==================== block 1
**src/rtl/erb_pkg.sv**
```systemverilog
// ---------------------------------------------------------------------------
// erb_pkg
//
// Shared definitions for the bus-off recovery counter slice.
//   erb_state_t        : recovery FSM state encoding (IDLE, COUNT, DONE).
//                        The fourth code, 2'b11, is unused and is steered
//                        back to IDLE by the counter.
//   ERB_CAN_THRESHOLD  : number of 11-recessive-bit sequences that CAN
//                        requires before a bus-off node may rejoin the bus.
// ---------------------------------------------------------------------------
package erb_pkg;

    typedef enum logic [1:0] {
        IDLE  = 2'b00,
        COUNT = 2'b01,
        DONE  = 2'b10
    } erb_state_t;

    localparam int ERB_CAN_THRESHOLD = 128;

endpackage : erb_pkg

```
**src/rtl/erb_majority_voter.sv**
```systemverilog
// ---------------------------------------------------------------------------
// erb_majority_voter
//
// Bitwise two-out-of-three voter used by the recovery counter when its
// registers are triplicated.
//
// Parameters:
//   WIDTH     width of each replica word
// Ports:
//   copy_a    input, replica 0
//   copy_b    input, replica 1
//   copy_c    input, replica 2
//   voted     output, bitwise majority of the three replicas
//   mismatch  output, high when any replica differs from the others
// ---------------------------------------------------------------------------
module erb_majority_voter
    import erb_pkg::*;
#(
    parameter int WIDTH = 1
) (
    input  logic [WIDTH-1:0] copy_a,
    input  logic [WIDTH-1:0] copy_b,
    input  logic [WIDTH-1:0] copy_c,
    output logic [WIDTH-1:0] voted,
    output logic             mismatch
);

    // Each output bit follows whichever value at least two replicas agree on,
    // so one corrupted replica can never change the voted word.
    assign voted = (copy_a & copy_b) | (copy_a & copy_c) | (copy_b & copy_c);

    // If a and b agree and a and c agree, all three agree; anything else
    // means at least one replica has been disturbed.
    assign mismatch = (copy_a != copy_b) || (copy_a != copy_c);

endmodule : erb_majority_voter

```
**src/rtl/erb_recovery_counter.sv**
```systemverilog
// ---------------------------------------------------------------------------
// erb_recovery_counter
//
// Bus-off recovery counter for the CAN fault-confinement path. While the
// fault FSM keeps the node in bus-off (enable high), every rising edge of
// the MAC's "eleven recessive bits received" level is counted. Reaching
// THRESHOLD raises erb_done (level) and erb_reached (one-cycle pulse); the
// count then saturates until clear restarts it or enable drops.
//
// Build option:
//   ERB_RECOVERY_TMR_EN  when defined, state, edge register and count are
//                        triplicated and every update is computed from the
//                        majority-voted value, so a single upset is scrubbed
//                        on the next edge and reported on tmr_error. When
//                        undefined, one copy of each register is kept and
//                        tmr_error is tied low. Ports are identical.
//
// Parameters:
//   THRESHOLD    rising edges needed to complete recovery (1..65535)
//   CW           count width, derived from THRESHOLD
// Ports:
//   clock        system clock, all logic on the rising edge
//   reset        synchronous, active-high reset
//   enable       node is in bus-off, counting permitted
//   clear        restart the count from zero
//   elevrecb     eleven recessive bits seen (level, may stay high)
//   erb_count    current count, 0..THRESHOLD
//   erb_done     high while the count sits at THRESHOLD
//   erb_reached  one-cycle pulse on entry to DONE
//   tmr_error    replica disagreement seen in the previous cycle
// ---------------------------------------------------------------------------
module erb_recovery_counter
    import erb_pkg::*;
#(
    parameter  int THRESHOLD = ERB_CAN_THRESHOLD,
    localparam int CW        = $clog2(THRESHOLD + 1)
) (
    input  logic          clock,
    input  logic          reset,
    input  logic          enable,
    input  logic          clear,
    input  logic          elevrecb,
    output logic [CW-1:0] erb_count,
    output logic          erb_done,
    output logic          erb_reached,
    output logic          tmr_error
);

`ifdef ERB_RECOVERY_TMR_EN
    localparam int REP = 3;
`else
    localparam int REP = 1;
`endif

    // Register replicas (a single copy in the default build).
    erb_state_t    state_r [REP];
    logic [REP-1:0] edged_r;
    logic [CW-1:0] count_r [REP];
    logic          reached_r;

    // Values every update is computed from: the voted word in the TMR build,
    // the lone register otherwise.
    erb_state_t    state_v;
    logic          edged_v;
    logic [CW-1:0] count_v;

    logic          inc_event;
    logic          last_step;
    logic          hit;

`ifdef ERB_RECOVERY_TMR_EN
    logic [1:0] state_vote;
    logic       state_mm;
    logic       edged_mm;
    logic       count_mm;
    logic       tmr_error_r;

    erb_majority_voter #(.WIDTH(2)) u_state_voter (
        .copy_a   (state_r[0]),
        .copy_b   (state_r[1]),
        .copy_c   (state_r[2]),
        .voted    (state_vote),
        .mismatch (state_mm)
    );

    erb_majority_voter #(.WIDTH(1)) u_edged_voter (
        .copy_a   (edged_r[0]),
        .copy_b   (edged_r[1]),
        .copy_c   (edged_r[2]),
        .voted    (edged_v),
        .mismatch (edged_mm)
    );

    erb_majority_voter #(.WIDTH(CW)) u_count_voter (
        .copy_a   (count_r[0]),
        .copy_b   (count_r[1]),
        .copy_c   (count_r[2]),
        .voted    (count_v),
        .mismatch (count_mm)
    );

    assign state_v = erb_state_t'(state_vote);

    // The error flag is registered so it never forms a path from the
    // replicas straight to a port, and it lasts exactly one cycle per upset
    // because the upset is scrubbed on the same edge that sets the flag.
    always_ff @(posedge clock) begin
        if (reset) begin
            tmr_error_r <= 1'b0;
        end else begin
            tmr_error_r <= state_mm | edged_mm | count_mm;
        end
    end

    assign tmr_error = tmr_error_r;
`else
    assign state_v   = state_r[0];
    assign edged_v   = edged_r[0];
    assign count_v   = count_r[0];
    assign tmr_error = 1'b0;
`endif

    // A count event is a rising edge of elevrecb. Because edged follows the
    // input in every state, a level that was already high when enable rose
    // never looks like an edge.
    assign inc_event = elevrecb & ~edged_v;
    assign last_step = (count_v == CW'(THRESHOLD - 1));

    // The increment that lands on THRESHOLD: only from COUNT, and only when
    // neither leaving bus-off nor clear takes priority over it.
    assign hit = (state_v == COUNT) & enable & ~clear & inc_event & last_step;

    // Recovery FSM and counter. Every replica is loaded from the voted
    // values in every branch, including the "hold" cases, so a corrupted
    // replica is overwritten on the next edge rather than kept.
    always_ff @(posedge clock) begin
        if (reset) begin
            for (int r = 0; r < REP; r++) begin
                state_r[r] <= IDLE;
                edged_r[r] <= 1'b0;
                count_r[r] <= '0;
            end
            reached_r <= 1'b0;
        end else begin
            reached_r <= hit;
            for (int r = 0; r < REP; r++) begin
                edged_r[r] <= elevrecb;
                case (state_v)
                    IDLE: begin
                        // An edge coinciding with enable's arrival is ignored.
                        count_r[r] <= '0;
                        state_r[r] <= enable ? COUNT : IDLE;
                    end
                    COUNT: begin
                        if (!enable) begin
                            state_r[r] <= IDLE;
                            count_r[r] <= '0;
                        end else if (clear) begin
                            state_r[r] <= COUNT;
                            count_r[r] <= '0;
                        end else if (inc_event) begin
                            state_r[r] <= last_step ? DONE : COUNT;
                            count_r[r] <= count_v + CW'(1);
                        end else begin
                            state_r[r] <= COUNT;
                            count_r[r] <= count_v;
                        end
                    end
                    DONE: begin
                        if (!enable) begin
                            state_r[r] <= IDLE;
                            count_r[r] <= '0;
                        end else if (clear) begin
                            state_r[r] <= COUNT;
                            count_r[r] <= '0;
                        end else begin
                            state_r[r] <= DONE;
                            count_r[r] <= count_v;
                        end
                    end
                    default: begin
                        // Unused encoding: fall back to a clean idle state.
                        state_r[r] <= IDLE;
                        count_r[r] <= '0;
                    end
                endcase
            end
        end
    end

    assign erb_count   = count_v;
    assign erb_done    = (state_v == DONE);
    assign erb_reached = reached_r;

endmodule : erb_recovery_counter

```
**config.mk**
```make
export PLATFORM = sky130hd
export DESIGN_NAME = erb_recovery_counter
export DESIGN_NICKNAME = d
export VERILOG_FILES = /design/src/rtl/erb_pkg.sv /design/src/rtl/erb_majority_voter.sv /design/src/rtl/erb_recovery_counter.sv
export SDC_FILE = /design/constraint.sdc
export NUM_CORES = 1
export LEC_CHECK = 0
export ABC_AREA = 1
export CAP_MARGIN = 20
export CORE_MARGIN = 8
export CORE_UTILIZATION = 48
export DETAILED_ROUTE_END_ITERATION = 10
export GPL_TIMING_DRIVEN = 0
export PLACE_DENSITY = 0.79
export SYNTH_ARGS = -nofsm -noshare
export SYNTH_HDL_FRONTEND = slang
export SYNTH_SLANG_ARGS = --single-unit
```
**constraint.sdc**
```tcl
create_clock -name clock -period 1.55 [get_ports clock]
set_clock_uncertainty 0.15 [all_clocks]
set_input_delay 0.31 -clock clock [delete_from_list [all_inputs] [get_ports clock]]
set_output_delay 0.31 -clock clock [all_outputs]
set_load 0.01 [all_outputs]
```
==================== block 2
File: src/rtl/point_spawn_ctrl.sv
// Point spawn controller: respawn delay, spawn search, lifetime and collection.
// Also carries the sprite half-extents used by the collision test.
package vga_pkg;
    localparam int POINT_SIZE  = 8;
    localparam int PLAYER_SIZE = 16;
endpackage

module point_spawn_ctrl
    import vga_pkg::*;
#(
    parameter int RESPAWN_DELAY = 1000,
    parameter int LIFETIME      = 2000000
) (
    input  logic       clk,
    input  logic       rst,
    input  logic       start,
    input  logic [9:0] player_x,
    input  logic [9:0] player_y,
    input  logic [9:0] gen_x,
    input  logic [9:0] gen_y,
    input  logic       gen_active,
    output logic [9:0] point_x,
    output logic [9:0] point_y,
    output logic       point_visible,
    output logic [7:0] score,
    output logic       collected,
    output logic       expired
);

    typedef enum logic [1:0] {IDLE, DELAY, SEEK, ACTIVE} state_t;

    localparam logic [10:0] REACH = 11'(POINT_SIZE + PLAYER_SIZE);
    // A zero delay still spends one cycle in DELAY before searching.
    localparam logic [31:0] DLY_LAST =
        (RESPAWN_DELAY > 0) ? 32'(RESPAWN_DELAY - 1) : 32'd0;
    localparam logic [31:0] LIFE_LAST =
        (LIFETIME > 0) ? 32'(LIFETIME - 1) : 32'd0;

    state_t      state_q, state_d;
    logic [31:0] dly_q, dly_d;
    logic [31:0] life_q, life_d;
    logic [9:0]  px_q, px_d;
    logic [9:0]  py_q, py_d;
    logic        vis_q, vis_d;
    logic [7:0]  score_q, score_d;
    logic        col_q, col_d;
    logic        exp_q, exp_d;

    logic [10:0] dx, dy;
    logic        hit;

    always_comb begin
        dx = (px_q >= player_x) ? ({1'b0, px_q} - {1'b0, player_x})
                                : ({1'b0, player_x} - {1'b0, px_q});
        dy = (py_q >= player_y) ? ({1'b0, py_q} - {1'b0, player_y})
                                : ({1'b0, player_y} - {1'b0, py_q});
        hit = (dx <= REACH) && (dy <= REACH);
    end

    always_comb begin
        state_d = state_q;
        dly_d   = dly_q;
        life_d  = life_q;
        px_d    = px_q;
        py_d    = py_q;
        vis_d   = vis_q;
        score_d = score_q;
        col_d   = 1'b0;
        exp_d   = 1'b0;

        // start overrides every other event in every state
        if (start) begin
            state_d = DELAY;
            dly_d   = '0;
            life_d  = '0;
            vis_d   = 1'b0;
            score_d = '0;
        end else begin
            unique case (state_q)
                IDLE: ;
                DELAY: begin
                    if (dly_q == DLY_LAST) begin
                        state_d = SEEK;
                        dly_d   = '0;
                    end else begin
                        dly_d = dly_q + 32'd1;
                    end
                end
                SEEK: begin
                    if (gen_active) begin
                        px_d    = gen_x;
                        py_d    = gen_y;
                        vis_d   = 1'b1;
                        life_d  = '0;
                        state_d = ACTIVE;
                    end
                end
                ACTIVE: begin
                    if (hit) begin
                        col_d   = 1'b1;
                        vis_d   = 1'b0;
                        dly_d   = '0;
                        state_d = DELAY;
                        if (score_q != 8'hFF) score_d = score_q + 8'd1;
                    end else if (life_q == LIFE_LAST) begin
                        exp_d   = 1'b1;
                        vis_d   = 1'b0;
                        dly_d   = '0;
                        state_d = DELAY;
                    end else begin
                        life_d = life_q + 32'd1;
                    end
                end
                default: state_d = IDLE;
            endcase
        end
    end

    always_ff @(posedge clk or posedge rst) begin
        if (rst) begin
            state_q <= IDLE;
            dly_q   <= '0;
            life_q  <= '0;
            px_q    <= '0;
            py_q    <= '0;
            vis_q   <= 1'b0;
            score_q <= '0;
            col_q   <= 1'b0;
            exp_q   <= 1'b0;
        end else begin
            state_q <= state_d;
            dly_q   <= dly_d;
            life_q  <= life_d;
            px_q    <= px_d;
            py_q    <= py_d;
            vis_q   <= vis_d;
            score_q <= score_d;
            col_q   <= col_d;
            exp_q   <= exp_d;
        end
    end

    assign point_x       = px_q;
    assign point_y       = py_q;
    assign point_visible = vis_q;
    assign score         = score_q;
    assign collected     = col_q;
    assign expired       = exp_q;

endmodule

File: config.mk
export PLATFORM = sky130hd
export DESIGN_NAME = point_spawn_ctrl
export DESIGN_NICKNAME = d
export VERILOG_FILES = /design/src/rtl/point_spawn_ctrl.sv
export SDC_FILE = /design/constraint.sdc
export NUM_CORES = 1
export LEC_CHECK = 0
export ABC_AREA = 1
export CAP_MARGIN = 10
export CORE_MARGIN = 3
export CORE_UTILIZATION = 60
export DETAILED_ROUTE_END_ITERATION = 6
export PLACE_DENSITY = 0.83
export SLEW_MARGIN = 0
export SYNTH_ARGS = -nofsm -noshare
export SYNTH_HDL_FRONTEND = slang
export SYNTH_SLANG_ARGS = --single-unit
File: constraint.sdc
create_clock -name clk -period 4.3 [get_ports clk]
set_clock_uncertainty 0.1 [all_clocks]
set_input_delay 0.86 -clock clk [delete_from_list [all_inputs] [get_ports clk]]
set_output_delay 0.86 -clock clk [all_outputs]
set_load 0.05 [all_outputs]
block_2/zoom.png
Scale bar: 20 µm. Window x 37 to 87, y 62 to 112 µm. Cells in grey, sequential cells in the stronger grey; small squares are vias.
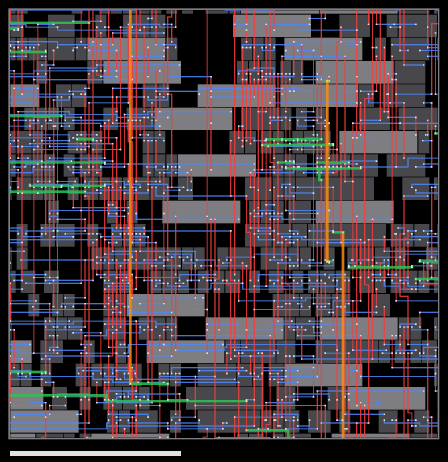
[met1] blue
[met2] red
[met4] orange
[met3] green
most frequent: nand2_1 (71), nor2_1 (36), inv_1 (24)
sequential cells in the window: 19
netlist names of flops here include: life_q (9), score (8)
cells with their middle in the window: 242

==> notes.md, block 2 <==
- complete, no violations — status
- 0 — number of remaining DRC errors
- 97 — sequential cell count
- 28.9% — Synth Seq Share
- 83 — buffers outside the clock class
- 0.582 mW — power in combinational cells
- 21400 µm — WL final
- score[4]$_DFFE_PP0P_ — end point of the critical path
- 0 — ANT cells
- score[4]$_DFFE_PP0P_ — endpoint of the lowest-slack register-to-register path
- 62.4% — pre-placement core utilization
- 3 — Clock H-tree levels
- 85.0% — share of the cycle needed by the critical path after routing
- 13.8 µm — Routed wire per std cell
- 124 µm — Die Y
- 0 — post_cts resized
- 8.75% — non-clock buffer share of cell area
- 1454 — net count reported at finish
- 97 — flops & latches, synth
- 0.811 mW — Clock net power
- 248 nW/µm² — P per Cell Area
- 5.01% — xor-xnor portion of the synthesized cell area
- 0.000201 V — Max IR drop VDD
- 16200 µm — hpwl dp
- 0 ns — setup TNS after final layout
- 25.5% — fraction of area in registers
- 2 — number of cells traversed by the worst hold path
- 124 µm — width of the die
- 34.3% — switching part of the total
- sky130_fd_sc_hd__nand2_1 — Most Frequent Cell on Critical Path
- 0.735 ns — pin slew with the least headroom to its limit
- 5090 µm² — Logic cell area
block_1/met1.png
Scale bar: 20 µm.
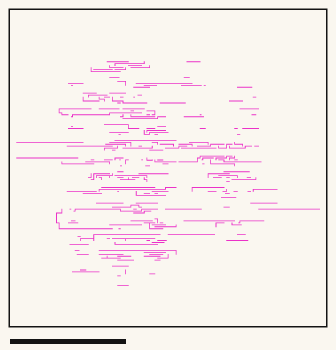
wire length on this layer: 644 µm
main direction: horizontal
share of all routed wire: 42%
met1 track demand over resource: 12.0%
total via count after detailed routing: 630
WL final: 1530 µm

block_1/final_clocks.png
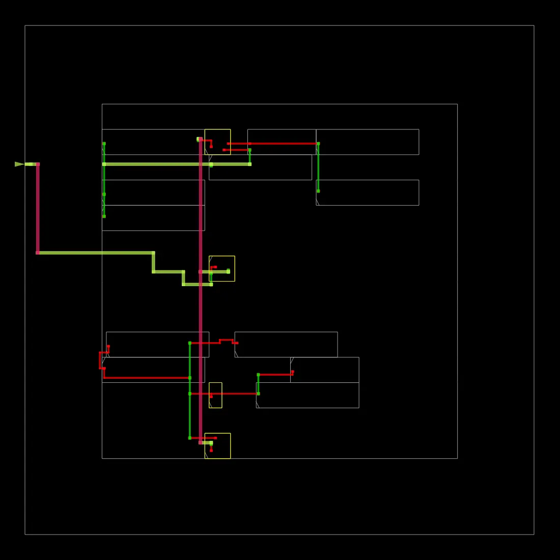
TritonCTS buffer count: 3
Clock net power: 0.197 mW
sequential cell count: 12
number of clock sinks: 12

==> notes.md, block 1 <==
- complete, no violations — status
- 115 — Post-Place Cells
- 3 — number of cells traversed by the worst hold path
- reg -> out — WS Path Type
- output port — Setup crit end kind
- 4 — top fanout value on the critical path
- 26 — number of logged tool warnings
- 84 — yosys stat cell total
- 0 — number of max-cap violations
- 0 — number of failing hold endpoints at the final stage
- 3 — clock tree buffer count of the final layout
- 35.0% — P&R area growth vs syn
- 32.4% — layout cells sized above 1
- 23.9% — switching part of the total
- elevrecb — startpoint of the worst hold path
- in -> reg — worst hold-check path type
- 23 — buffers outside the clock class
- sky130_fd_sc_hd__edfxtp_1 — dominant synthesized flop cell
- 1.74% — FA/HA/MAJ Cells, Area Fraction
- 19.7% — non-clock buffer share of cell area
- 0.07 ns — clock transition time at the flip-flop clock pins of the worst setup and hold paths
- 6.27% — Complex Gates by Area
- 718 µm² — post-synth area from yosys stat
- 33.1% — fraction of the mapped netlist area in simple logic gates
- register — startpoint type of the worst setup path
- 47.4% — Synth Seq Share
- 0.27 ns — clock latency on the worst-skew pair

==================== block 3
$ cat src/rtl/cpu_sequencer.sv
// Four-phase instruction sequencer: FETCH/DECODE/EXECUTE/WRITEBACK with HALT,
// branch-flag latching and a saturating retire counter. Optional SEQ_SINGLE_STEP_EN adds a PAUSE phase.
module cpu_sequencer #(
    parameter int CNT_W = 16
) (
    input  logic             clk,
    input  logic             rst,
    input  logic             dec_alu_en,
    input  logic             dec_write_en,
    input  logic             dec_halt,
    input  logic             dec_branch,
    input  logic [1:0]       dec_cond,
    input  logic [7:0]       dec_target,
    input  logic             alu_zero,
    input  logic             alu_carry,
    input  logic             step,
    output logic             alu_en,
    output logic             write_en,
    output logic             pc_en,
    output logic             pc_overwrite,
    output logic [7:0]       pc_target,
    output logic             halted,
    output logic [2:0]       state,
    output logic [CNT_W-1:0] retired
);

    typedef enum logic [2:0] {
        ST_FETCH     = 3'd0,
        ST_DECODE    = 3'd1,
        ST_EXECUTE   = 3'd2,
        ST_WRITEBACK = 3'd3,
        ST_HALTED    = 3'd4,
        ST_PAUSE     = 3'd5
    } state_t;

    state_t           state_r;
    logic             alu_en_r;
    logic             write_en_r;
    logic             pc_en_r;
    logic             pc_overwrite_r;
    logic [7:0]       pc_target_r;
    logic             halted_r;
    logic [CNT_W-1:0] retired_r;
    logic             zero_r;
    logic             carry_r;
    logic             take_s;

    function automatic logic cond_met(input logic [1:0] cond, input logic z, input logic c);
        logic met;
        case (cond)
            2'b00:   met = 1'b1;
            2'b01:   met = z;
            2'b10:   met = c;
            2'b11:   met = ~z;
            default: met = 1'b0;
        endcase
        return met;
    endfunction

    // Branch decision uses the flags held before this instruction's own EXECUTE capture
    always_comb begin
        take_s = dec_branch & cond_met(dec_cond, zero_r, carry_r);
    end

`ifndef SEQ_SINGLE_STEP_EN
    logic unused_step_s;
    assign unused_step_s = step;
`endif

    // Sequencer state, flag register, retire counter and registered strobes
    always_ff @(posedge clk) begin
        if (rst) begin
            state_r        <= ST_FETCH;
            alu_en_r       <= 1'b0;
            write_en_r     <= 1'b0;
            pc_en_r        <= 1'b0;
            pc_overwrite_r <= 1'b0;
            pc_target_r    <= 8'h00;
            halted_r       <= 1'b0;
            retired_r      <= {CNT_W{1'b0}};
            zero_r         <= 1'b0;
            carry_r        <= 1'b0;
        end else begin
            // strobes are decodes of the state being entered, so they default low
            alu_en_r       <= 1'b0;
            write_en_r     <= 1'b0;
            pc_en_r        <= 1'b0;
            pc_overwrite_r <= 1'b0;
            pc_target_r    <= 8'h00;
            case (state_r)
                ST_FETCH: begin
                    state_r <= ST_DECODE;
                end
                ST_DECODE: begin
                    if (dec_halt) begin
                        state_r  <= ST_HALTED;
                        halted_r <= 1'b1;
                    end else begin
                        state_r  <= ST_EXECUTE;
                        alu_en_r <= dec_alu_en;
                    end
                end
                ST_EXECUTE: begin
                    if (dec_alu_en) begin
                        zero_r  <= alu_zero;
                        carry_r <= alu_carry;
                    end else begin
                        zero_r  <= zero_r;
                        carry_r <= carry_r;
                    end
                    state_r        <= ST_WRITEBACK;
                    write_en_r     <= dec_write_en;
                    pc_en_r        <= 1'b1;
                    pc_overwrite_r <= take_s;
                    pc_target_r    <= take_s ? dec_target : 8'h00;
                end
                ST_WRITEBACK: begin
                    if (retired_r != {CNT_W{1'b1}}) begin
                        retired_r <= retired_r + {{(CNT_W-1){1'b0}}, 1'b1};
                    end else begin
                        retired_r <= retired_r;
                    end
`ifdef SEQ_SINGLE_STEP_EN
                    state_r <= ST_PAUSE;
`else
                    state_r <= ST_FETCH;
`endif
                end
                ST_HALTED: begin
                    state_r  <= ST_HALTED;
                    halted_r <= 1'b1;
                end
                ST_PAUSE: begin
`ifdef SEQ_SINGLE_STEP_EN
                    if (step) begin
                        state_r <= ST_FETCH;
                    end else begin
                        state_r <= ST_PAUSE;
                    end
`else
                    state_r <= ST_FETCH;
`endif
                end
                default: begin
                    state_r <= ST_FETCH;
                end
            endcase
        end
    end

    assign alu_en       = alu_en_r;
    assign write_en     = write_en_r;
    assign pc_en        = pc_en_r;
    assign pc_overwrite = pc_overwrite_r;
    assign pc_target    = pc_target_r;
    assign halted       = halted_r;
    assign state        = state_r;
    assign retired      = retired_r;

endmodule

$ cat config.mk
export PLATFORM = sky130hd
export DESIGN_NAME = cpu_sequencer
export DESIGN_NICKNAME = d
export VERILOG_FILES = /design/src/rtl/cpu_sequencer.sv
export SDC_FILE = /design/constraint.sdc
export NUM_CORES = 1
export LEC_CHECK = 0
export ABC_AREA = 1
export CORE_MARGIN = 1.5
export CORE_UTILIZATION = 46
export CTS_CLUSTER_DIAMETER = 120
export DETAILED_ROUTE_END_ITERATION = 7
export PLACE_DENSITY = 0.79
export SYNTH_ARGS = -nofsm -noshare
export SYNTH_HDL_FRONTEND = slang
export SYNTH_SLANG_ARGS = --single-unit
$ cat constraint.sdc
create_clock -name clk -period 1.9 [get_ports clk]
set_clock_uncertainty 0.15 [all_clocks]
set_input_delay 0.475 -clock clk [delete_from_list [all_inputs] [get_ports clk]]
set_output_delay 0.475 -clock clk [all_outputs]
set_load 0.005 [all_outputs]
==================== block 4
### src/rtl/laser_sdram_pkg.sv
// Shared types and constants for the SDRAM client arbiter and its picker.
package laser_sdram_pkg;

  typedef enum logic [1:0] {
    IDLE  = 2'd0,
    ISSUE = 2'd1,
    DONE  = 2'd2
  } state_t;

  localparam int CH_DL  = 0;
  localparam int CH_VTL = 1;
  localparam int CH_CPU = 2;

  // Index width for n channels, never narrower than one bit.
  function automatic int clog2_min1(input int n);
    int w;
    w = 1;
    while ((1 << w) < n) w++;
    return w;
  endfunction

endpackage

### src/rtl/sdram_rr_picker.sv
// Combinational request picker: lowest index, or first index after rr_last when rr_mode is set.
module sdram_rr_picker
  import laser_sdram_pkg::*;
#(
  parameter int NUM_CH = 3,
  parameter int IW     = clog2_min1(NUM_CH)
) (
  input  logic [NUM_CH-1:0] req,
  input  logic [IW-1:0]     rr_last,
  input  logic              rr_mode,
  output logic [IW-1:0]     grant,
  output logic              valid
);

  int              start_idx;
  int              idx;
  logic [NUM_CH-1:0] req_rot;

  always_comb begin
    grant     = '0;
    valid     = 1'b0;
    idx       = 0;
    req_rot   = '0;
    start_idx = rr_mode ? int'(rr_last) + 1 : 0;
    for (int off = 0; off < NUM_CH; off++) begin
      idx     = (start_idx + off) % NUM_CH;
      req_rot = req >> idx;
      if (!valid && req_rot[0]) begin
        valid = 1'b1;
        grant = IW'(idx);
      end
    end
  end

endmodule

### src/rtl/laser_sdram_arbiter.sv
// N-channel req/ack arbiter serialising client accesses into fixed SDRAM slots on F14M.
module laser_sdram_arbiter
  import laser_sdram_pkg::*;
#(
  parameter int NUM_CH      = 3,
  parameter int ADDR_W      = 25,
  parameter int DATA_W      = 8,
  parameter int RR_MODE     = 0,
  parameter int SLOT_CYCLES = 2
) (
  input  logic                     F14M,
  input  logic                     RESET,
  input  logic [NUM_CH-1:0]        ch_req,
  input  logic [NUM_CH-1:0]        ch_we,
  input  logic [NUM_CH*ADDR_W-1:0] ch_addr,
  input  logic [NUM_CH*DATA_W-1:0] ch_din,
  input  logic                     dl_lock,
  output logic [NUM_CH-1:0]        ch_ack,
  output logic [DATA_W-1:0]        ch_dout,
  output logic [ADDR_W-1:0]        sdram_addr,
  output logic [DATA_W-1:0]        sdram_din,
  output logic                     sdram_we,
  output logic                     sdram_oe,
  input  logic [DATA_W-1:0]        sdram_dout,
  output logic                     busy
);

  localparam int IW = clog2_min1(NUM_CH);
  localparam logic [NUM_CH-1:0] DL_MASK = NUM_CH'(1);

  // Handshake: a client holds ch_req (with stable we/addr/din) until it sees its
  // one-cycle ch_ack pulse; request fields are captured only at grant.
  state_t            state_q, state_d;
  logic [IW-1:0]     grant_q, grant_d;
  logic [IW-1:0]     rr_last_q, rr_last_d;
  logic [2:0]        cnt_q, cnt_d;
  logic [NUM_CH-1:0] ack_q, ack_d;
  logic [DATA_W-1:0] dout_q, dout_d;
  logic [ADDR_W-1:0] addr_q, addr_d;
  logic [DATA_W-1:0] din_q, din_d;
  logic              we_q, we_d;
  logic              oe_q, oe_d;

  logic [NUM_CH-1:0] eligible;
  logic [IW-1:0]     pick_g;
  logic              pick_v;
  logic [ADDR_W-1:0] sel_addr;
  logic [DATA_W-1:0] sel_din;
  logic              sel_we;

  assign eligible = dl_lock ? (ch_req & DL_MASK) : ch_req;

  sdram_rr_picker #(
    .NUM_CH (NUM_CH),
    .IW     (IW)
  ) u_picker (
    .req     (eligible),
    .rr_last (rr_last_q),
    .rr_mode (RR_MODE != 0),
    .grant   (pick_g),
    .valid   (pick_v)
  );

  always_comb begin
    sel_addr = '0;
    sel_din  = '0;
    sel_we   = 1'b0;
    for (int i = 0; i < NUM_CH; i++) begin
      if (pick_g == IW'(i)) begin
        sel_addr = ch_addr[i*ADDR_W +: ADDR_W];
        sel_din  = ch_din[i*DATA_W +: DATA_W];
        sel_we   = ch_we[i];
      end
    end
  end

  always_comb begin
    state_d   = state_q;
    grant_d   = grant_q;
    rr_last_d = rr_last_q;
    cnt_d     = cnt_q;
    ack_d     = '0;
    dout_d    = dout_q;
    addr_d    = addr_q;
    din_d     = din_q;
    we_d      = we_q;
    oe_d      = oe_q;
    case (state_q)
      IDLE: begin
        if (pick_v) begin
          state_d = ISSUE;
          grant_d = pick_g;
          cnt_d   = 3'(SLOT_CYCLES - 1);
          addr_d  = sel_addr;
          din_d   = sel_din;
          we_d    = sel_we;
          oe_d    = ~sel_we;
        end
      end
      ISSUE: begin
        if (cnt_q == 3'd0) begin
          state_d   = DONE;
          we_d      = 1'b0;
          oe_d      = 1'b0;
          ack_d     = NUM_CH'(1) << grant_q;
          rr_last_d = grant_q;
          if (oe_q) dout_d = sdram_dout;
        end else begin
          cnt_d = cnt_q - 3'd1;
        end
      end
      DONE:    state_d = IDLE;
      default: state_d = IDLE;
    endcase
  end

  always_ff @(posedge F14M) begin
    if (RESET) begin
      state_q   <= IDLE;
      grant_q   <= '0;
      rr_last_q <= IW'(NUM_CH - 1);
      cnt_q     <= '0;
      ack_q     <= '0;
      dout_q    <= '0;
      addr_q    <= '0;
      din_q     <= '0;
      we_q      <= 1'b0;
      oe_q      <= 1'b0;
    end else begin
      state_q   <= state_d;
      grant_q   <= grant_d;
      rr_last_q <= rr_last_d;
      cnt_q     <= cnt_d;
      ack_q     <= ack_d;
      dout_q    <= dout_d;
      addr_q    <= addr_d;
      din_q     <= din_d;
      we_q      <= we_d;
      oe_q      <= oe_d;
    end
  end

  assign ch_ack     = ack_q;
  assign ch_dout    = dout_q;
  assign sdram_addr = addr_q;
  assign sdram_din  = din_q;
  assign sdram_we   = we_q;
  assign sdram_oe   = oe_q;
  assign busy       = (state_q != IDLE);

endmodule

### config.mk
export PLATFORM = sky130hd
export DESIGN_NAME = laser_sdram_arbiter
export DESIGN_NICKNAME = d
export VERILOG_FILES = /design/src/rtl/laser_sdram_pkg.sv /design/src/rtl/sdram_rr_picker.sv /design/src/rtl/laser_sdram_arbiter.sv
export SDC_FILE = /design/constraint.sdc
export NUM_CORES = 1
export LEC_CHECK = 0
export CAP_MARGIN = 20
export CELL_PAD_IN_SITES_DETAIL_PLACEMENT = 1
export CELL_PAD_IN_SITES_GLOBAL_PLACEMENT = 2
export CORE_MARGIN = 2
export CORE_UTILIZATION = 18
export CTS_BUF_LIST = sky130_fd_sc_hd__clkbuf_8 sky130_fd_sc_hd__clkbuf_16
export DETAILED_ROUTE_END_ITERATION = 10
export PLACE_DENSITY_LB_ADDON = 0.1
export SETUP_SLACK_MARGIN = 0.2
export SLEW_MARGIN = 10
export SYNTH_ARGS = -nofsm -noshare
export SYNTH_HDL_FRONTEND = slang
export SYNTH_SLANG_ARGS = --single-unit
### constraint.sdc
create_clock -name F14M -period 1.3 [get_ports F14M]
set_input_delay 0.26 -clock F14M [delete_from_list [all_inputs] [get_ports F14M]]
set_output_delay 0.26 -clock F14M [all_outputs]
set_load 0.05 [all_outputs]
==================== block 5
$ cat src/rtl/dsp48_a1.sv
// dsp48_a1: pre-adder / 18x18 multiplier / 48-bit post-adder slice with optional pipeline stages
module dsp48_a1 #(
    parameter int    A0REG       = 0,
    parameter int    A1REG       = 1,
    parameter int    B0REG       = 0,
    parameter int    B1REG       = 1,
    parameter int    CREG        = 1,
    parameter int    DREG        = 1,
    parameter int    MREG        = 1,
    parameter int    PREG        = 1,
    parameter int    CARRYINREG  = 1,
    parameter int    CARRYOUTREG = 1,
    parameter int    OPMODEREG   = 1,
    parameter string CARRYINSEL  = "OPMODE5",
    parameter string B_INPUT     = "DIRECT"
) (
    input  logic [17:0] A,
    input  logic [17:0] B,
    input  logic [47:0] C,
    input  logic [17:0] D,
    input  logic [17:0] BCIN,
    input  logic        CARRYIN,
    output logic [35:0] M,
    output logic [47:0] P,
    output logic        CARRYOUT,
    output logic        CARRYOUTF,
    input  logic        CLK,
    input  logic [7:0]  OPMODE,
    input  logic        CEA,
    input  logic        CEB,
    input  logic        CEC,
    input  logic        CECARRYIN,
    input  logic        CED,
    input  logic        CEM,
    input  logic        CEOPMODE,
    input  logic        CEP,
    input  logic        RSTA,
    input  logic        RSTB,
    input  logic        RSTC,
    input  logic        RSTCARRYIN,
    input  logic        RSTD,
    input  logic        RSTM,
    input  logic        RSTOPMODE,
    input  logic        RSTP,
    output logic [17:0] BCOUT,
    input  logic [47:0] PCIN,
    output logic [47:0] PCOUT
);
    logic [17:0] a0_q, a1_q, b0_q, b1_q, d_q;
    logic [17:0] a0, a1, b0, b1, d, b_src, pre_d, b1_d;
    logic [47:0] c_q, c, p_q, x, z;
    logic [35:0] m_q, m_d;
    logic [7:0]  op_q, op;
    logic        cin_q, cin_d, cin, co_q;
    logic [48:0] post_d;

    assign b_src  = (B_INPUT == "DIRECT") ? B : (B_INPUT == "CASCADE") ? BCIN : 18'd0;
    assign a0     = (A0REG != 0) ? a0_q : A;
    assign a1     = (A1REG != 0) ? a1_q : a0;
    assign b0     = (B0REG != 0) ? b0_q : b_src;
    assign d      = (DREG != 0) ? d_q : D;
    assign c      = (CREG != 0) ? c_q : C;
    assign op     = (OPMODEREG != 0) ? op_q : OPMODE;
    assign pre_d  = op[6] ? d - b0 : d + b0;
    assign b1_d   = op[4] ? pre_d : b0;
    assign b1     = (B1REG != 0) ? b1_q : b1_d;
    assign m_d    = {18'd0, a1} * {18'd0, b1};
    assign M      = (MREG != 0) ? m_q : m_d;
    // P feedback taps the P register so an unregistered P never forms a combinational loop
    assign x      = (op[1:0] == 2'b00) ? 48'd0 : (op[1:0] == 2'b01) ? {12'd0, M} :
                    (op[1:0] == 2'b10) ? p_q : {d[11:0], a1, b1};
    assign z      = (op[3:2] == 2'b00) ? 48'd0 : (op[3:2] == 2'b01) ? PCIN :
                    (op[3:2] == 2'b10) ? p_q : c;
    assign cin_d  = (CARRYINSEL == "OPMODE5") ? op[5] : (CARRYINSEL == "CARRYIN") ? CARRYIN : 1'b0;
    assign cin    = (CARRYINREG != 0) ? cin_q : cin_d;
    assign post_d = op[7] ? {1'b0, z} - ({1'b0, x} + {48'd0, cin}) : {1'b0, z} + {1'b0, x} + {48'd0, cin};
    assign P         = (PREG != 0) ? p_q : post_d[47:0];
    assign CARRYOUT  = (CARRYOUTREG != 0) ? co_q : post_d[48];
    assign PCOUT     = P;
    assign CARRYOUTF = CARRYOUT;
    assign BCOUT     = b1;

    // A0 and A1 operand stages
    always_ff @(posedge CLK or posedge RSTA)
        if (RSTA) begin
            a0_q <= '0;
            a1_q <= '0;
        end else if (CEA) begin
            a0_q <= A;
            a1_q <= a0;
        end

    // B0 and B1 operand stages; B1 captures the pre-adder or bypassed B0
    always_ff @(posedge CLK or posedge RSTB)
        if (RSTB) begin
            b0_q <= '0;
            b1_q <= '0;
        end else if (CEB) begin
            b0_q <= b_src;
            b1_q <= b1_d;
        end

    // C post-adder operand stage
    always_ff @(posedge CLK or posedge RSTC)
        if (RSTC) c_q <= '0;
        else if (CEC) c_q <= C;

    // D pre-adder operand stage
    always_ff @(posedge CLK or posedge RSTD)
        if (RSTD) d_q <= '0;
        else if (CED) d_q <= D;

    // multiplier product stage
    always_ff @(posedge CLK or posedge RSTM)
        if (RSTM) m_q <= '0;
        else if (CEM) m_q <= m_d;

    // operation select stage
    always_ff @(posedge CLK or posedge RSTOPMODE)
        if (RSTOPMODE) op_q <= '0;
        else if (CEOPMODE) op_q <= OPMODE;

    // carry-in and carry-out stages share one enable and one reset
    always_ff @(posedge CLK or posedge RSTCARRYIN)
        if (RSTCARRYIN) begin
            cin_q <= 1'b0;
            co_q  <= 1'b0;
        end else if (CECARRYIN) begin
            cin_q <= cin_d;
            co_q  <= post_d[48];
        end

    // post-adder result stage
    always_ff @(posedge CLK or posedge RSTP)
        if (RSTP) p_q <= '0;
        else if (CEP) p_q <= post_d[47:0];
endmodule

$ cat config.mk
export PLATFORM = sky130hd
export DESIGN_NAME = dsp48_a1
export DESIGN_NICKNAME = d
export VERILOG_FILES = /design/src/rtl/dsp48_a1.sv
export SDC_FILE = /design/constraint.sdc
export NUM_CORES = 2
export LEC_CHECK = 0
export ABC_CLOCK_PERIOD_IN_PS = 15360
export CAP_MARGIN = 0
export CORE_MARGIN = 3
export CORE_UTILIZATION = 63
export DETAILED_ROUTE_END_ITERATION = 7
export PLACE_DENSITY = 0.92
export SLEW_MARGIN = 20
export SYNTH_ARGS = -nofsm -noshare
export SYNTH_HDL_FRONTEND = slang
export SYNTH_SLANG_ARGS = --single-unit
$ cat constraint.sdc
create_clock -name CLK -period 15.36 [get_ports CLK]
set_input_delay 3.072 -clock CLK [delete_from_list [all_inputs] [get_ports CLK]]
set_output_delay 3.072 -clock CLK [all_outputs]
set_load 0.03 [all_outputs]
==================== block 6
<file path="src/rtl/i2s_tx.sv">
// i2s_tx: stereo I2S master transmitter, Philips format.
// Upstream logic pushes left/right sample pairs over valid/ready into a small
// FIFO. One pair is serialised per 64-slot frame, MSB one SCLK after the LRCLK
// change. MCLK runs whenever the block is out of reset. SCLK, LRCLK and SDATA
// run only while enable is high. Every pin is driven straight from a flop.
module i2s_tx #(
  parameter int SAMPLE_W   = 16,
  parameter int SCLK_HALF  = 16,
  parameter int MCLK_HALF  = 2,
  parameter int FIFO_DEPTH = 4
) (
  input  logic                        clk,
  input  logic                        arst_n,
  input  logic                        enable,
  input  logic                        s_valid,
  output logic                        s_ready,
  input  logic [SAMPLE_W-1:0]         s_left,
  input  logic [SAMPLE_W-1:0]         s_right,
  output logic [$clog2(FIFO_DEPTH):0] fifo_level,
  output logic                        underrun,
  output logic                        i2s_mclk,
  output logic                        i2s_sclk,
  output logic                        i2s_lrclk,
  output logic                        i2s_sdata
);

  localparam int PTR_W  = $clog2(FIFO_DEPTH);
  localparam int LVL_W  = PTR_W + 1;
  localparam int SCNT_W = $clog2(2 * SCLK_HALF);
  localparam int MCNT_W = (MCLK_HALF > 1) ? $clog2(MCLK_HALF) : 1;

  localparam logic [SCNT_W-1:0] SCNT_LAST   = SCNT_W'(2 * SCLK_HALF - 1);
  localparam logic [SCNT_W-1:0] SCNT_HIGH   = SCNT_W'(SCLK_HALF);
  localparam logic [MCNT_W-1:0] MCNT_LAST   = MCNT_W'(MCLK_HALF - 1);
  localparam logic [LVL_W-1:0]  LVL_FULL    = LVL_W'(FIFO_DEPTH);
  localparam logic [5:0]        LEFT_FIRST  = 6'd1;
  localparam logic [5:0]        LEFT_LAST   = 6'(SAMPLE_W);
  localparam logic [5:0]        RIGHT_FIRST = 6'd33;
  localparam logic [5:0]        RIGHT_LAST  = 6'(32 + SAMPLE_W);
  localparam logic [5:0]        SLOT_LAST   = 6'd63;

  // MCLK divider
  logic [MCNT_W-1:0] mclk_cnt;

  // Sample-pair FIFO
  logic [SAMPLE_W-1:0] mem_l [FIFO_DEPTH];
  logic [SAMPLE_W-1:0] mem_r [FIFO_DEPTH];
  logic [PTR_W-1:0]    wr_ptr;
  logic [PTR_W-1:0]    rd_ptr;
  logic                fifo_empty;
  logic                push;
  logic                pop;

  // Frame engine
  logic                en_d;        // enable was high last cycle
  logic [SCNT_W-1:0]   sclk_cnt;
  logic [SCNT_W-1:0]   sclk_cnt_nxt;
  logic [5:0]          slot;        // slot position p within the frame
  logic [5:0]          slot_nxt;
  logic [SAMPLE_W-1:0] sh_l;
  logic [SAMPLE_W-1:0] sh_r;
  logic                sclk_evt;    // SCLK falling-edge event
  logic                frame_start;
  logic                in_left;
  logic                in_right;
  logic                sdata_nxt;

  assign fifo_empty  = (fifo_level == '0);
  assign s_ready     = (fifo_level != LVL_FULL);
  assign push        = s_valid && s_ready;
  assign sclk_evt    = enable && (sclk_cnt == SCNT_LAST);
  assign frame_start = enable && (!en_d || (sclk_evt && (slot == SLOT_LAST)));
  assign pop         = frame_start && !fifo_empty;

  // Free-running MCLK divider, independent of enable.
  always_ff @(posedge clk or negedge arst_n) begin
    // NOTE: every clocked block uses non-blocking assignments so all flops
    // sample pre-edge values regardless of block evaluation order.
    if (!arst_n) begin
      mclk_cnt <= '0;
      i2s_mclk <= 1'b0;
    end else if (mclk_cnt == MCNT_LAST) begin
      mclk_cnt <= '0;
      i2s_mclk <= ~i2s_mclk;
    end else begin
      mclk_cnt <= mclk_cnt + 1'b1;
    end
  end

  // FIFO storage, pointers and level; pops happen only at frame start.
  always_ff @(posedge clk or negedge arst_n) begin
    if (!arst_n) begin
      // NOTE: the storage array is reset along with the pointers so a reset
      // leaves no stale sample pairs behind anywhere in the block.
      for (int i = 0; i < FIFO_DEPTH; i++) begin
        mem_l[i] <= '0;
        mem_r[i] <= '0;
      end
      wr_ptr     <= '0;
      rd_ptr     <= '0;
      fifo_level <= '0;
    end else begin
      if (push) begin
        mem_l[wr_ptr] <= s_left;
        mem_r[wr_ptr] <= s_right;
        wr_ptr        <= wr_ptr + 1'b1;
      end
      if (pop) begin
        rd_ptr <= rd_ptr + 1'b1;
      end
      if (push && !pop) begin
        fifo_level <= fifo_level + 1'b1;
      end else if (pop && !push) begin
        fifo_level <= fifo_level - 1'b1;
      end
    end
  end

  // Next bit-clock count, next slot and the bit to present at the next event.
  always_comb begin
    // NOTE: every output of this block gets a default first, so no path
    // leaves a value held and no latch is inferred.
    sclk_cnt_nxt = sclk_cnt + 1'b1;
    if (sclk_evt) begin
      sclk_cnt_nxt = '0;
    end
    slot_nxt  = slot + 6'd1;
    in_left   = (slot_nxt >= LEFT_FIRST) && (slot_nxt <= LEFT_LAST);
    in_right  = (slot_nxt >= RIGHT_FIRST) && (slot_nxt <= RIGHT_LAST);
    sdata_nxt = 1'b0;
    if (in_left) begin
      sdata_nxt = sh_l[SAMPLE_W-1];
    end else if (in_right) begin
      sdata_nxt = sh_r[SAMPLE_W-1];
    end
  end

  // Bit clock, slot position, shift registers and serial pins.
  always_ff @(posedge clk or negedge arst_n) begin
    if (!arst_n) begin
      en_d      <= 1'b0;
      sclk_cnt  <= '0;
      slot      <= '0;
      sh_l      <= '0;
      sh_r      <= '0;
      i2s_sclk  <= 1'b0;
      i2s_lrclk <= 1'b0;
      i2s_sdata <= 1'b0;
    end else if (!enable) begin
      // Abandon any frame in progress; a popped pair is discarded here.
      en_d      <= 1'b0;
      sclk_cnt  <= '0;
      slot      <= '0;
      sh_l      <= '0;
      sh_r      <= '0;
      i2s_sclk  <= 1'b0;
      i2s_lrclk <= 1'b0;
      i2s_sdata <= 1'b0;
    end else begin
      en_d     <= 1'b1;
      sclk_cnt <= sclk_cnt_nxt;
      i2s_sclk <= (sclk_cnt_nxt >= SCNT_HIGH);
      if (sclk_evt) begin
        slot      <= slot_nxt;
        i2s_lrclk <= slot_nxt[5];
        i2s_sdata <= sdata_nxt;
      end
      if (frame_start) begin
        sh_l <= pop ? mem_l[rd_ptr] : '0;
        sh_r <= pop ? mem_r[rd_ptr] : '0;
      end else if (sclk_evt) begin
        if (in_left) begin
          sh_l <= sh_l << 1;
        end
        if (in_right) begin
          sh_r <= sh_r << 1;
        end
      end
    end
  end

  // One-cycle underrun flag when a frame starts with nothing to send.
  always_ff @(posedge clk or negedge arst_n) begin
    if (!arst_n) begin
      underrun <= 1'b0;
    end else begin
      underrun <= frame_start && fifo_empty;
    end
  end

endmodule

</file>
<file path="config.mk">
export PLATFORM = sky130hd
export DESIGN_NAME = i2s_tx
export DESIGN_NICKNAME = d
export VERILOG_FILES = /design/src/rtl/i2s_tx.sv
export SDC_FILE = /design/constraint.sdc
export NUM_CORES = 1
export LEC_CHECK = 0
export ABC_AREA = 1
export CAP_MARGIN = 20
export CORE_MARGIN = 4
export CORE_UTILIZATION = 40
export CTS_CLUSTER_SIZE = 16
export DETAILED_ROUTE_END_ITERATION = 10
export PLACE_DENSITY_LB_ADDON = 0.2
export SYNTH_ARGS = -nofsm -noshare
export SYNTH_HDL_FRONTEND = slang
export SYNTH_SLANG_ARGS = --single-unit
export TNS_END_PERCENT = 5
</file>
<file path="constraint.sdc">
create_clock -name clk -period 3.04 [get_ports clk]
set_input_delay 0.608 -clock clk [delete_from_list [all_inputs] [get_ports clk]]
set_output_delay 0.608 -clock clk [all_outputs]
set_load 0.005 [all_outputs]
</file>
block_3/met1.png
Scale bar: 20 µm.
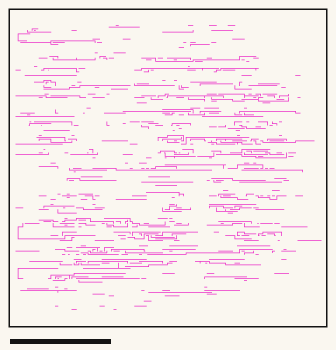
nets with wire on the layer: 254
share of all routed wire: 44%
longest straight run: 18.9 µm
wire length on this layer: 1490 µm
main direction: horizontal

==> notes.md, block 3 <==
- 0.0529 ns — setup slack of the critical path after layout
- 49 — number of input and output port buffers inserted
- 69.3% — final core area utilization
- sky130_fd_sc_hd__clkdlybuf4s50_1 — most instantiated logic cell after routing
- 23.6% — layout cells sized above 1
- 1620 µm² — post-synth area from yosys stat
- 48.2% — pre-placement core utilization
- 0 — number of max-cap violations
- 1.08% — xor-xnor portion of the synthesized cell area
- built — TritonCTS clock tree
- 0.772% — FA/HA/MAJ Cells, Area Fraction
- 42.0% — Synth Seq Share
- 317 — number of non-filler instances in the completed layout
- 0 — final number of max-transition violations
- 3360 µm² — core region area
- state[2]$_SDFF_PP0_ — startpoint of the worst hold path
- 2 — maximum clock path buffer count
- 0% — share of async-settable or async-resettable flops after synthesis
- 42.0% — top cell type's share of synthesized area
- complete, no violations — status
- 1.22 ns — data arrival time at the worst-slack endpoint
- 97.2% — share of the cycle needed by the critical path after routing
- 46 — tap cell count
- retired[0]$_SDFFE_PP0P_ — launching point of the worst reg2reg path
- 0.0285 ns — placement-stage worst setup slack
- 1.27 ns — required time of the worst setup path
- 16 — max FFs per register
- 0.50 ns — Max stage delay on crit path
- 1620 µm² — Mapped Area
- 143 — Comb gates
- sky130_fd_sc_hd__clkbuf_4 — CTS Root Buffer Type
- clkdlybuf4s50_1 — worst path cell trace
- sky130_fd_sc_hd__dfxtp_1 — dominant synthesized flop cell
- 3.49% — clk cell area share
- 1490 µm — detailed-route wire length on metal 1
- 1 — number of cells traversed by the worst hold path
- 1 — Worst path depth
- 21 — number of placement rows
- 29.5% — met2 Resource Use GR
- 0 — hold buffer count at CTS
- 4 — drt first pass iters
- 2460 µm — hpwl dp
- 20 — post_cts resized
- 43.9% — P&R area growth vs syn
- 18 — pin count of the biggest net entering global routing
- 0 — flip-flops with a built-in enable
- retired[2] — end point of the critical path
- 5650 µm — global-route wire length before repair
- retired[2]$_SDFFE_PP0P_ — startpoint of the most critical setup path
- 0 — yosys synthesis warning count
- 7.25% — GR Layer Usage met3
- 7.88% — Complex Gates by Area
- 21.4% — met1 track demand over resource
- retired[14]$_SDFFE_PP0P_ — endpoint of the lowest-slack register-to-register path
- 0 — final tally of setup violations
- output port — Setup crit end kind
block_5/met1.png
Scale bar: 50 µm.
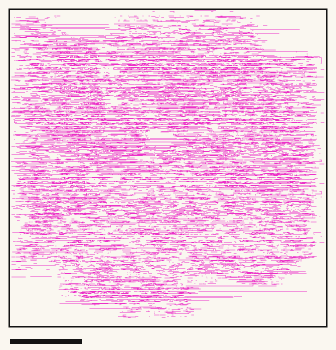
share of all routed wire: 37%
nets with wire on the layer: 3695
main direction: horizontal
wire length on this layer: 32.7 mm
longest straight run: 90.6 µm

==> notes.md, block 5 <==
- 8.73 µm² — Avg Inst Size Synth
- complete, no violations — status
- 39700 µm — detailed route wirelength on metal2
- 10100 µm — met3 wire len
- BCOUT[4]$_DFFE_PP0P_ — launching point of the worst reg2reg path
- 139000 µm — global-route wire length before repair
- 7.80 ns — data arrival time at the worst-slack endpoint
- sky130_fd_sc_hd__inv_1, sky130_fd_sc_hd__nand2_1, sky130_fd_sc_hd__ha_1 — ranking of synthesized cells by instance count
- 1.96% — clk cell area share
- 5 — drt first pass iters
- 0 — ANT cells
- 15.7% — Complex Gates by Area
- 3 — Crit path buffers/inverters
- register — startpoint type of the worst setup path
- 15.76 ns — required time of the worst setup path
- 0 — Remaining Overflow, GRT
- 32700 µm — detailed-route wire length on metal 1
- met5 — Top Layer Used
- 9.29% — Multiplexer share
- 0.135 GHz — highest clock frequency the design can meet
- 20700 µm² — Logic cell area
- 88500 µm — WL final
- 64.3% — Comb area share
- sky130_fd_sc_hd__fa_1, sky130_fd_sc_hd__dfrtp_1, sky130_fd_sc_hd__ha_1 — Cell area leaders
- 0 — antenna-violating nets left
- 4 — Clock H-tree levels
- 21 — Worst path depth
- 77 — number of placement rows
- 9.06% — layout cells sized above 1
- 47800 µm² — chip area
- 0 — final number of max-transition violations
- sky130_fd_sc_hd__inv_1 — most frequent cell after synthesis
- 32200 µm² — post-layout instance area
- 100% — share of async-settable or async-resettable flops after synthesis
- 58.2% — met2 Resource Use GR
- 17 — clock tree buffer count of the final layout
- 0.971 — global placement routability congestion
- 0.509 ns — Min Hold Slack
- 2306 — drt first-iter violations
- 37.4% — Total GRT Usage
- 71 — pin count of the biggest net entering global routing
- 46.9% — met1 track demand over resource
- 196 — number of clock sinks
- 0 — post_cts resized
- 0.09 ns — clock transition time at the flip-flop clock pins of the worst setup and hold paths
- 7.97 ns — setup slack of the critical path after layout
- 0 — flip-flops with a built-in enable
- 25900 — number of global-route vias before repair
- 13.2% — P&R area growth vs syn
- sky130_fd_sc_hd__fa_1 — Most Frequent Cell on Critical Path
- 66900 µm — hpwl dp
- sky130_fd_sc_hd__fa_1 — cell type with the largest total area
- sky130_fd_sc_hd__inv_1 — most instantiated logic cell after routing
- 91 — count of unique library cells instantiated by Yosys
- 0.53 ns — clock latency on the worst-skew pair
- 18.4% — top cell type's share of synthesized area
- sky130_fd_sc_hd__inv_1, sky130_fd_sc_hd__clkdlybuf4s50_1, sky130_fd_sc_hd__nand2_1 — commonest cells after routing, fill and taps aside
- 21 — top fanout value on the critical path
- met2 — gr busiest metal
- 470 — non-clock inverter total of the final layout
block_4/registers.png
Scale bar: 50 µm.
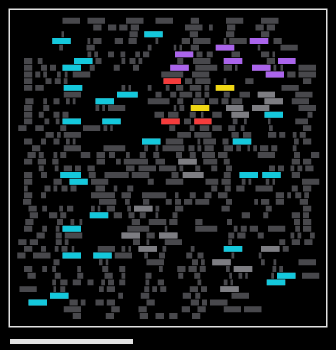
[cnt_q] red | placed flops: 3
[sdram_addr] cyan | placed flops: 25 | where: spread over the die
[ch_dout] purple | placed flops: 8
[state_q] yellow | placed flops: 2
final core area utilization: 38.7%

==> notes.md, block 4 <==
- 1130 µm² — footprint of the flip-flops and latches
- 15 — final tally of setup violations
- cnt_q[1]$_SDFFE_PP0P_ — endpoint of the lowest-slack register-to-register path
- 6 — Worst path depth
- 0 — flip-flops with a built-in enable
- complete, but fails checks — status
- 82 — post_cts resized
- 2 — maximum clock path buffer count
- simple AND/OR/NAND/NOR gates — Largest logic family
- 53 — number of clock sinks
- negative setup slack — failing checks
- 0 — number of remaining DRC errors
- 0.30 ns — clock latency on the worst-skew pair
- 8.09 µm² — Avg Inst Size Synth
- 5 — TritonCTS buffer count
- 19.2% — fraction of area in registers
- 1.35 ns — fin crit period
- 111% — P&R area growth vs syn
- 343 — yosys stat cell total
- 0.00417 ns — largest clock skew in the final design
- 1.54 ns — required time of the worst setup path
- 4 — non-clock inverter total of the final layout
- 16400 µm² — chip area
- -0.05 ns — Worst R2R Setup Slack
- 45.0% — non-clock buffer share of cell area
- 0.742 GHz — highest clock frequency the design can meet
- non-clock buffers — largest class
- 1 — initial antenna violation count
- sky130_fd_sc_hd__dfxtp_1, sky130_fd_sc_hd__nor3b_1, sky130_fd_sc_hd__o211ai_1 — Cell area leaders
- 2.52% — clk cell area share
- 976 µm — met3 wire len
- yes — RSZ-0062 raised after global routing
- 0.284 ns — Min Hold Slack
- 18100 µm — global-route wire length before repair
- 0.07 ns — clock transition time at the flip-flop clock pins of the worst setup and hold paths
- 0 — number of max-cap violations
- sky130_fd_sc_hd__clkdlybuf4s50_1, sky130_fd_sc_hd__buf_12, sky130_fd_sc_hd__dfxtp_2 — commonest cells after routing, fill and taps aside
- 0% — share of async-settable or async-resettable flops after synthesis
- 4.41 — routed vias/inst
- 0 — yosys synthesis warning count
- 1719 — total of fill cells in the finished design
- 1690 µm² — Logic cell area
- 0.316% — xor-xnor portion of the synthesized cell area
- 33 — pin count of the biggest net entering global routing
- built — TritonCTS clock tree
- 4 — drt first pass iters
- 0.902% — FA/HA/MAJ Cells, Area Fraction
- sky130_fd_sc_hd__dfxtp_1 — cell type with the largest total area
- sky130_fd_sc_hd__buf_6 — Most Frequent Cell on Critical Path
- 2770 µm² — post-synth area from yosys stat
- sky130_fd_sc_hd__dfxtp_1 — most frequent cell after synthesis
- -0.0474 ns — setup slack of the critical path after layout
- 646 — net count reported at finish
- 128 µm — Die Y
- 2.89% — Multiplexer share
- state_q[1]$_SDFFE_PP0P_ — startpoint of the most critical setup path
- 3165 — total via count after detailed routing
block_6/pins.png
Scale bar: 50 µm. Pins as bars across the die edge, other pins in grey.
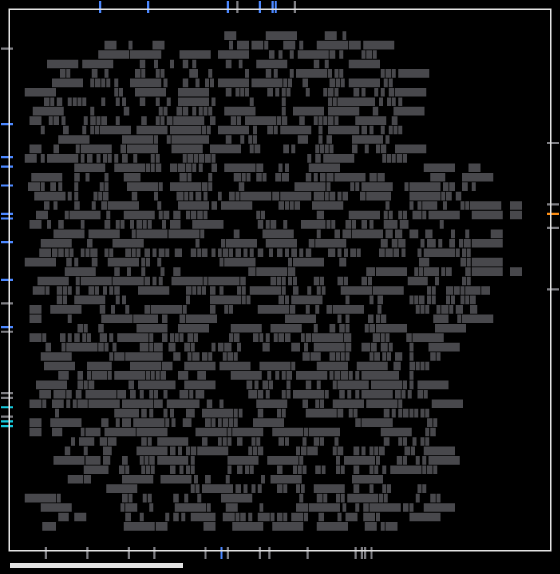
[fifo_level] cyan | pins: 3 | direction: output | edge: left
[underrun] orange | pins: 1 | direction: output | edge: right
[s_left] blue | pins: 16 | direction: input | edge: 9 left, 6 top, 1 bottom
all pins by edge: 18 left, 14 bottom, 8 top, 5 right

block_6/met1.png
Scale bar: 50 µm.
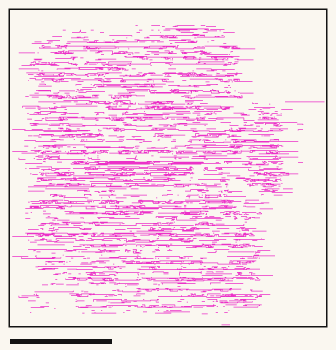
wire length on this layer: 10100 µm
main direction: horizontal
share of all routed wire: 51%
nets with wire on the layer: 1088
longest straight run: 38.6 µm

==> notes.md, block 6 <==
- complete, no violations — status
- 790 — Comb gates
- sky130_fd_sc_hd__nand2_1 — most frequent cell after synthesis
- 4 — Clock H-tree levels
- 6.48% — clk cell area share
- no — RSZ-0062 raised after global routing
- 0.608 ns — pin slew with the least headroom to its limit
- 8720 µm² — Mapped Area
- 1128 — yosys stat cell total
- 0.751 — global placement routability congestion
- 2.77% — GR Layer Usage met3
- 1128 — Post-Syn Instances
- 10200 µm² — post-layout instance area
- 53 — number of placement rows
- 65 — pin count of the biggest net entering global routing
- adder cells — CP top delay family
- met4 — Top Layer Used
- 25.6% — met2 Resource Use GR
- 33600 µm — global-route wire length before repair
- 16.9% — Total GRT Usage
- 0 — Remaining Overflow, GRT
- 0 — antenna-violating nets left
- 6.28% — layout cells sized above 1
- 72 — buffers outside the clock class
- 183 — sequential cell count
- 0.43 ns — clock latency on the worst-skew pair
- 0.30 ns — Worst R2R Setup Slack
- 1405 — Post-Place Cells
- 45.0% — fraction of area in registers
- 5 — drt first pass iters
- 27.8% — fraction of the mapped netlist area in simple logic gates
- 0 — post-CTS setup buffer count
- 21200 µm² — core region area
- sclk_cnt[0]$_DFF_PN0_ — launching point of the worst reg2reg path
- 156 µm — width of the die
- 17 — TritonCTS buffer count
- 8 — top fanout value on the critical path
- 45 — number of top-level pins
- 2084 — total of fill cells in the finished design
- 1196 — net count reported at finish
- 2.74 ns — fin crit period
- sky130_fd_sc_hd__fa_1 — cell with the largest stage delay on the worst path
- 3.36 ns — required time of the worst setup path
- met2 — gr busiest metal
- 3550 µm² — Logic cell area
- 3.06 ns — data arrival time at the worst-slack endpoint
- 0.603% — xor-xnor portion of the synthesized cell area
- 16.8% — P&R area growth vs syn


==> notes/layouts.md <==
Pictures saved along the way, in no particular order.

I/O pins on the die edge.
panel A
Scale bar: 20 µm. Pins as bars across the die edge, other pins in grey.
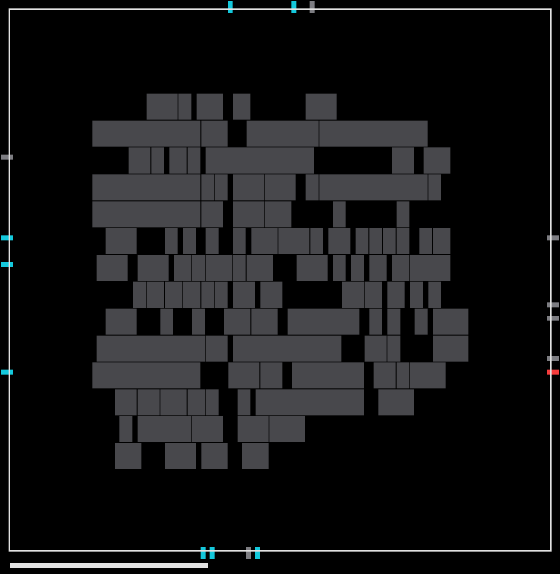
panel B
Scale bar: 20 µm. Pins as bars across the die edge, other pins in grey.
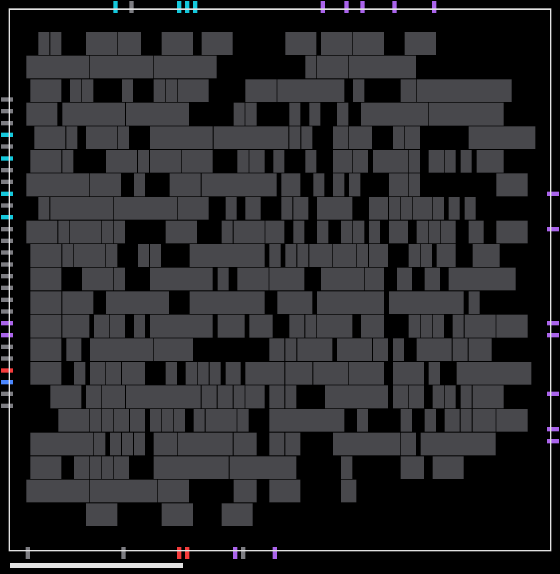
panel C
Scale bar: 20 µm. Pins as bars across the die edge, other pins in grey.
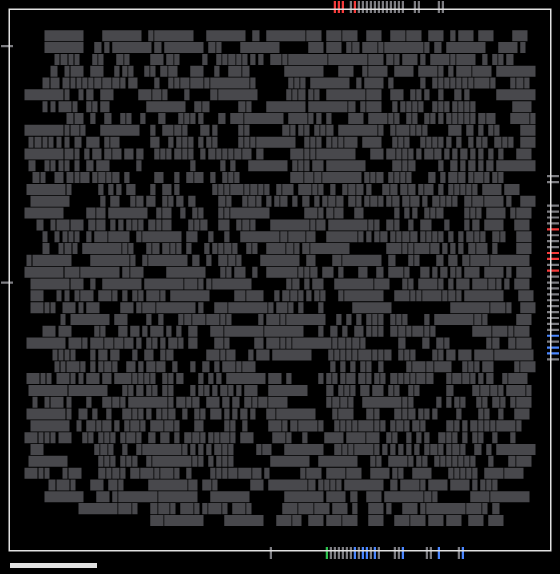
panel D
Scale bar: 50 µm. Pins as bars across the die edge, other pins in grey.
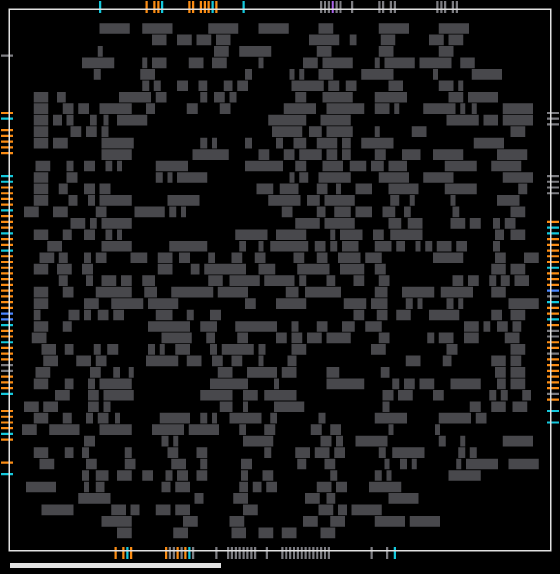
panel E
Scale bar: 50 µm. Pins as bars across the die edge, other pins in grey.
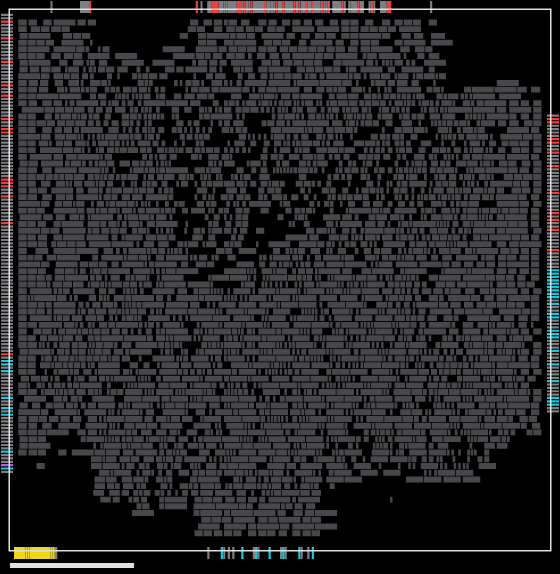
- block 4 = panel D
- block 5 = panel E
- block 3 = panel B
- block 1 = panel A
- block 2 = panel C
- most pins: panel E

Key to panel B:
[dec_alu_en] blue | pins: 1 | direction: input | edge: left
[pc_target] cyan | pins: 8 | direction: output | edge: 4 top, 4 left
[retired] purple | pins: 16 | direction: output | edge: 7 right, 5 top, 2 left, 2 bottom
[state] red | pins: 3 | direction: output | edge: 2 bottom, 1 left


## Gallery

Zoomed window.
Plate I
Scale bar: 20 µm. Window x 39 to 89, y 65 to 115 µm. Cells in grey, sequential cells in the stronger grey; small squares are vias.
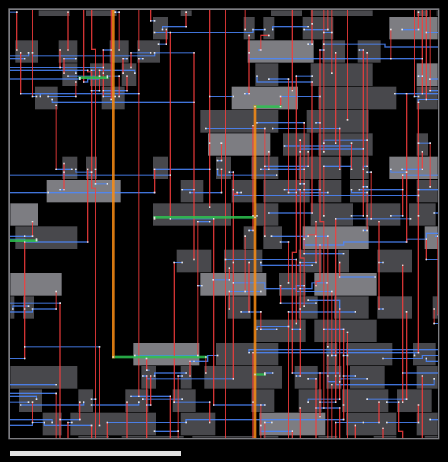
Plate II
Scale bar: 20 µm. Window x 53 to 103, y 84 to 134 µm. Cells in grey, sequential cells in the stronger grey; small squares are vias.
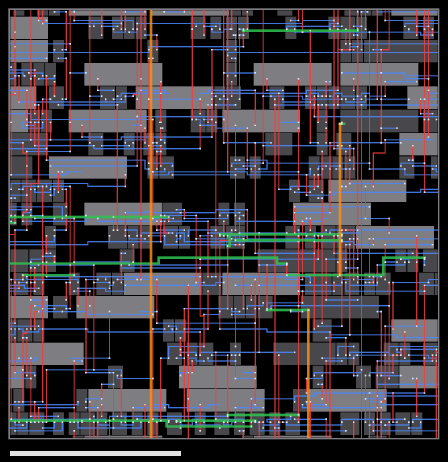
Plate III
Scale bar: 20 µm. Window x 84 to 134, y 128 to 178 µm. Cells in grey, sequential cells in the stronger grey; small squares are vias.
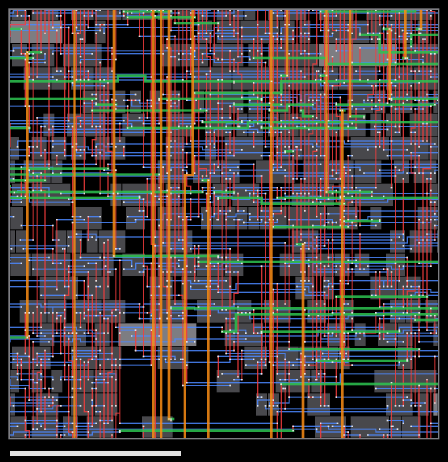
Plate II: block 6
Plate III: block 5
Plate I: block 4

Key to Plate II:
[met2] red
[met3] green
[met4] orange
[met1] blue
most frequent: nand2_1 (80), nand3_1 (32), dfrtp_1 (20)
cells with their middle in the window: 174
sequential cells in the window: 20
netlist names of flops here include: sh_l (11), mem_r (4), mem_l (3)

Power figures rest on the tool's default switching activity, not on a simulated workload.
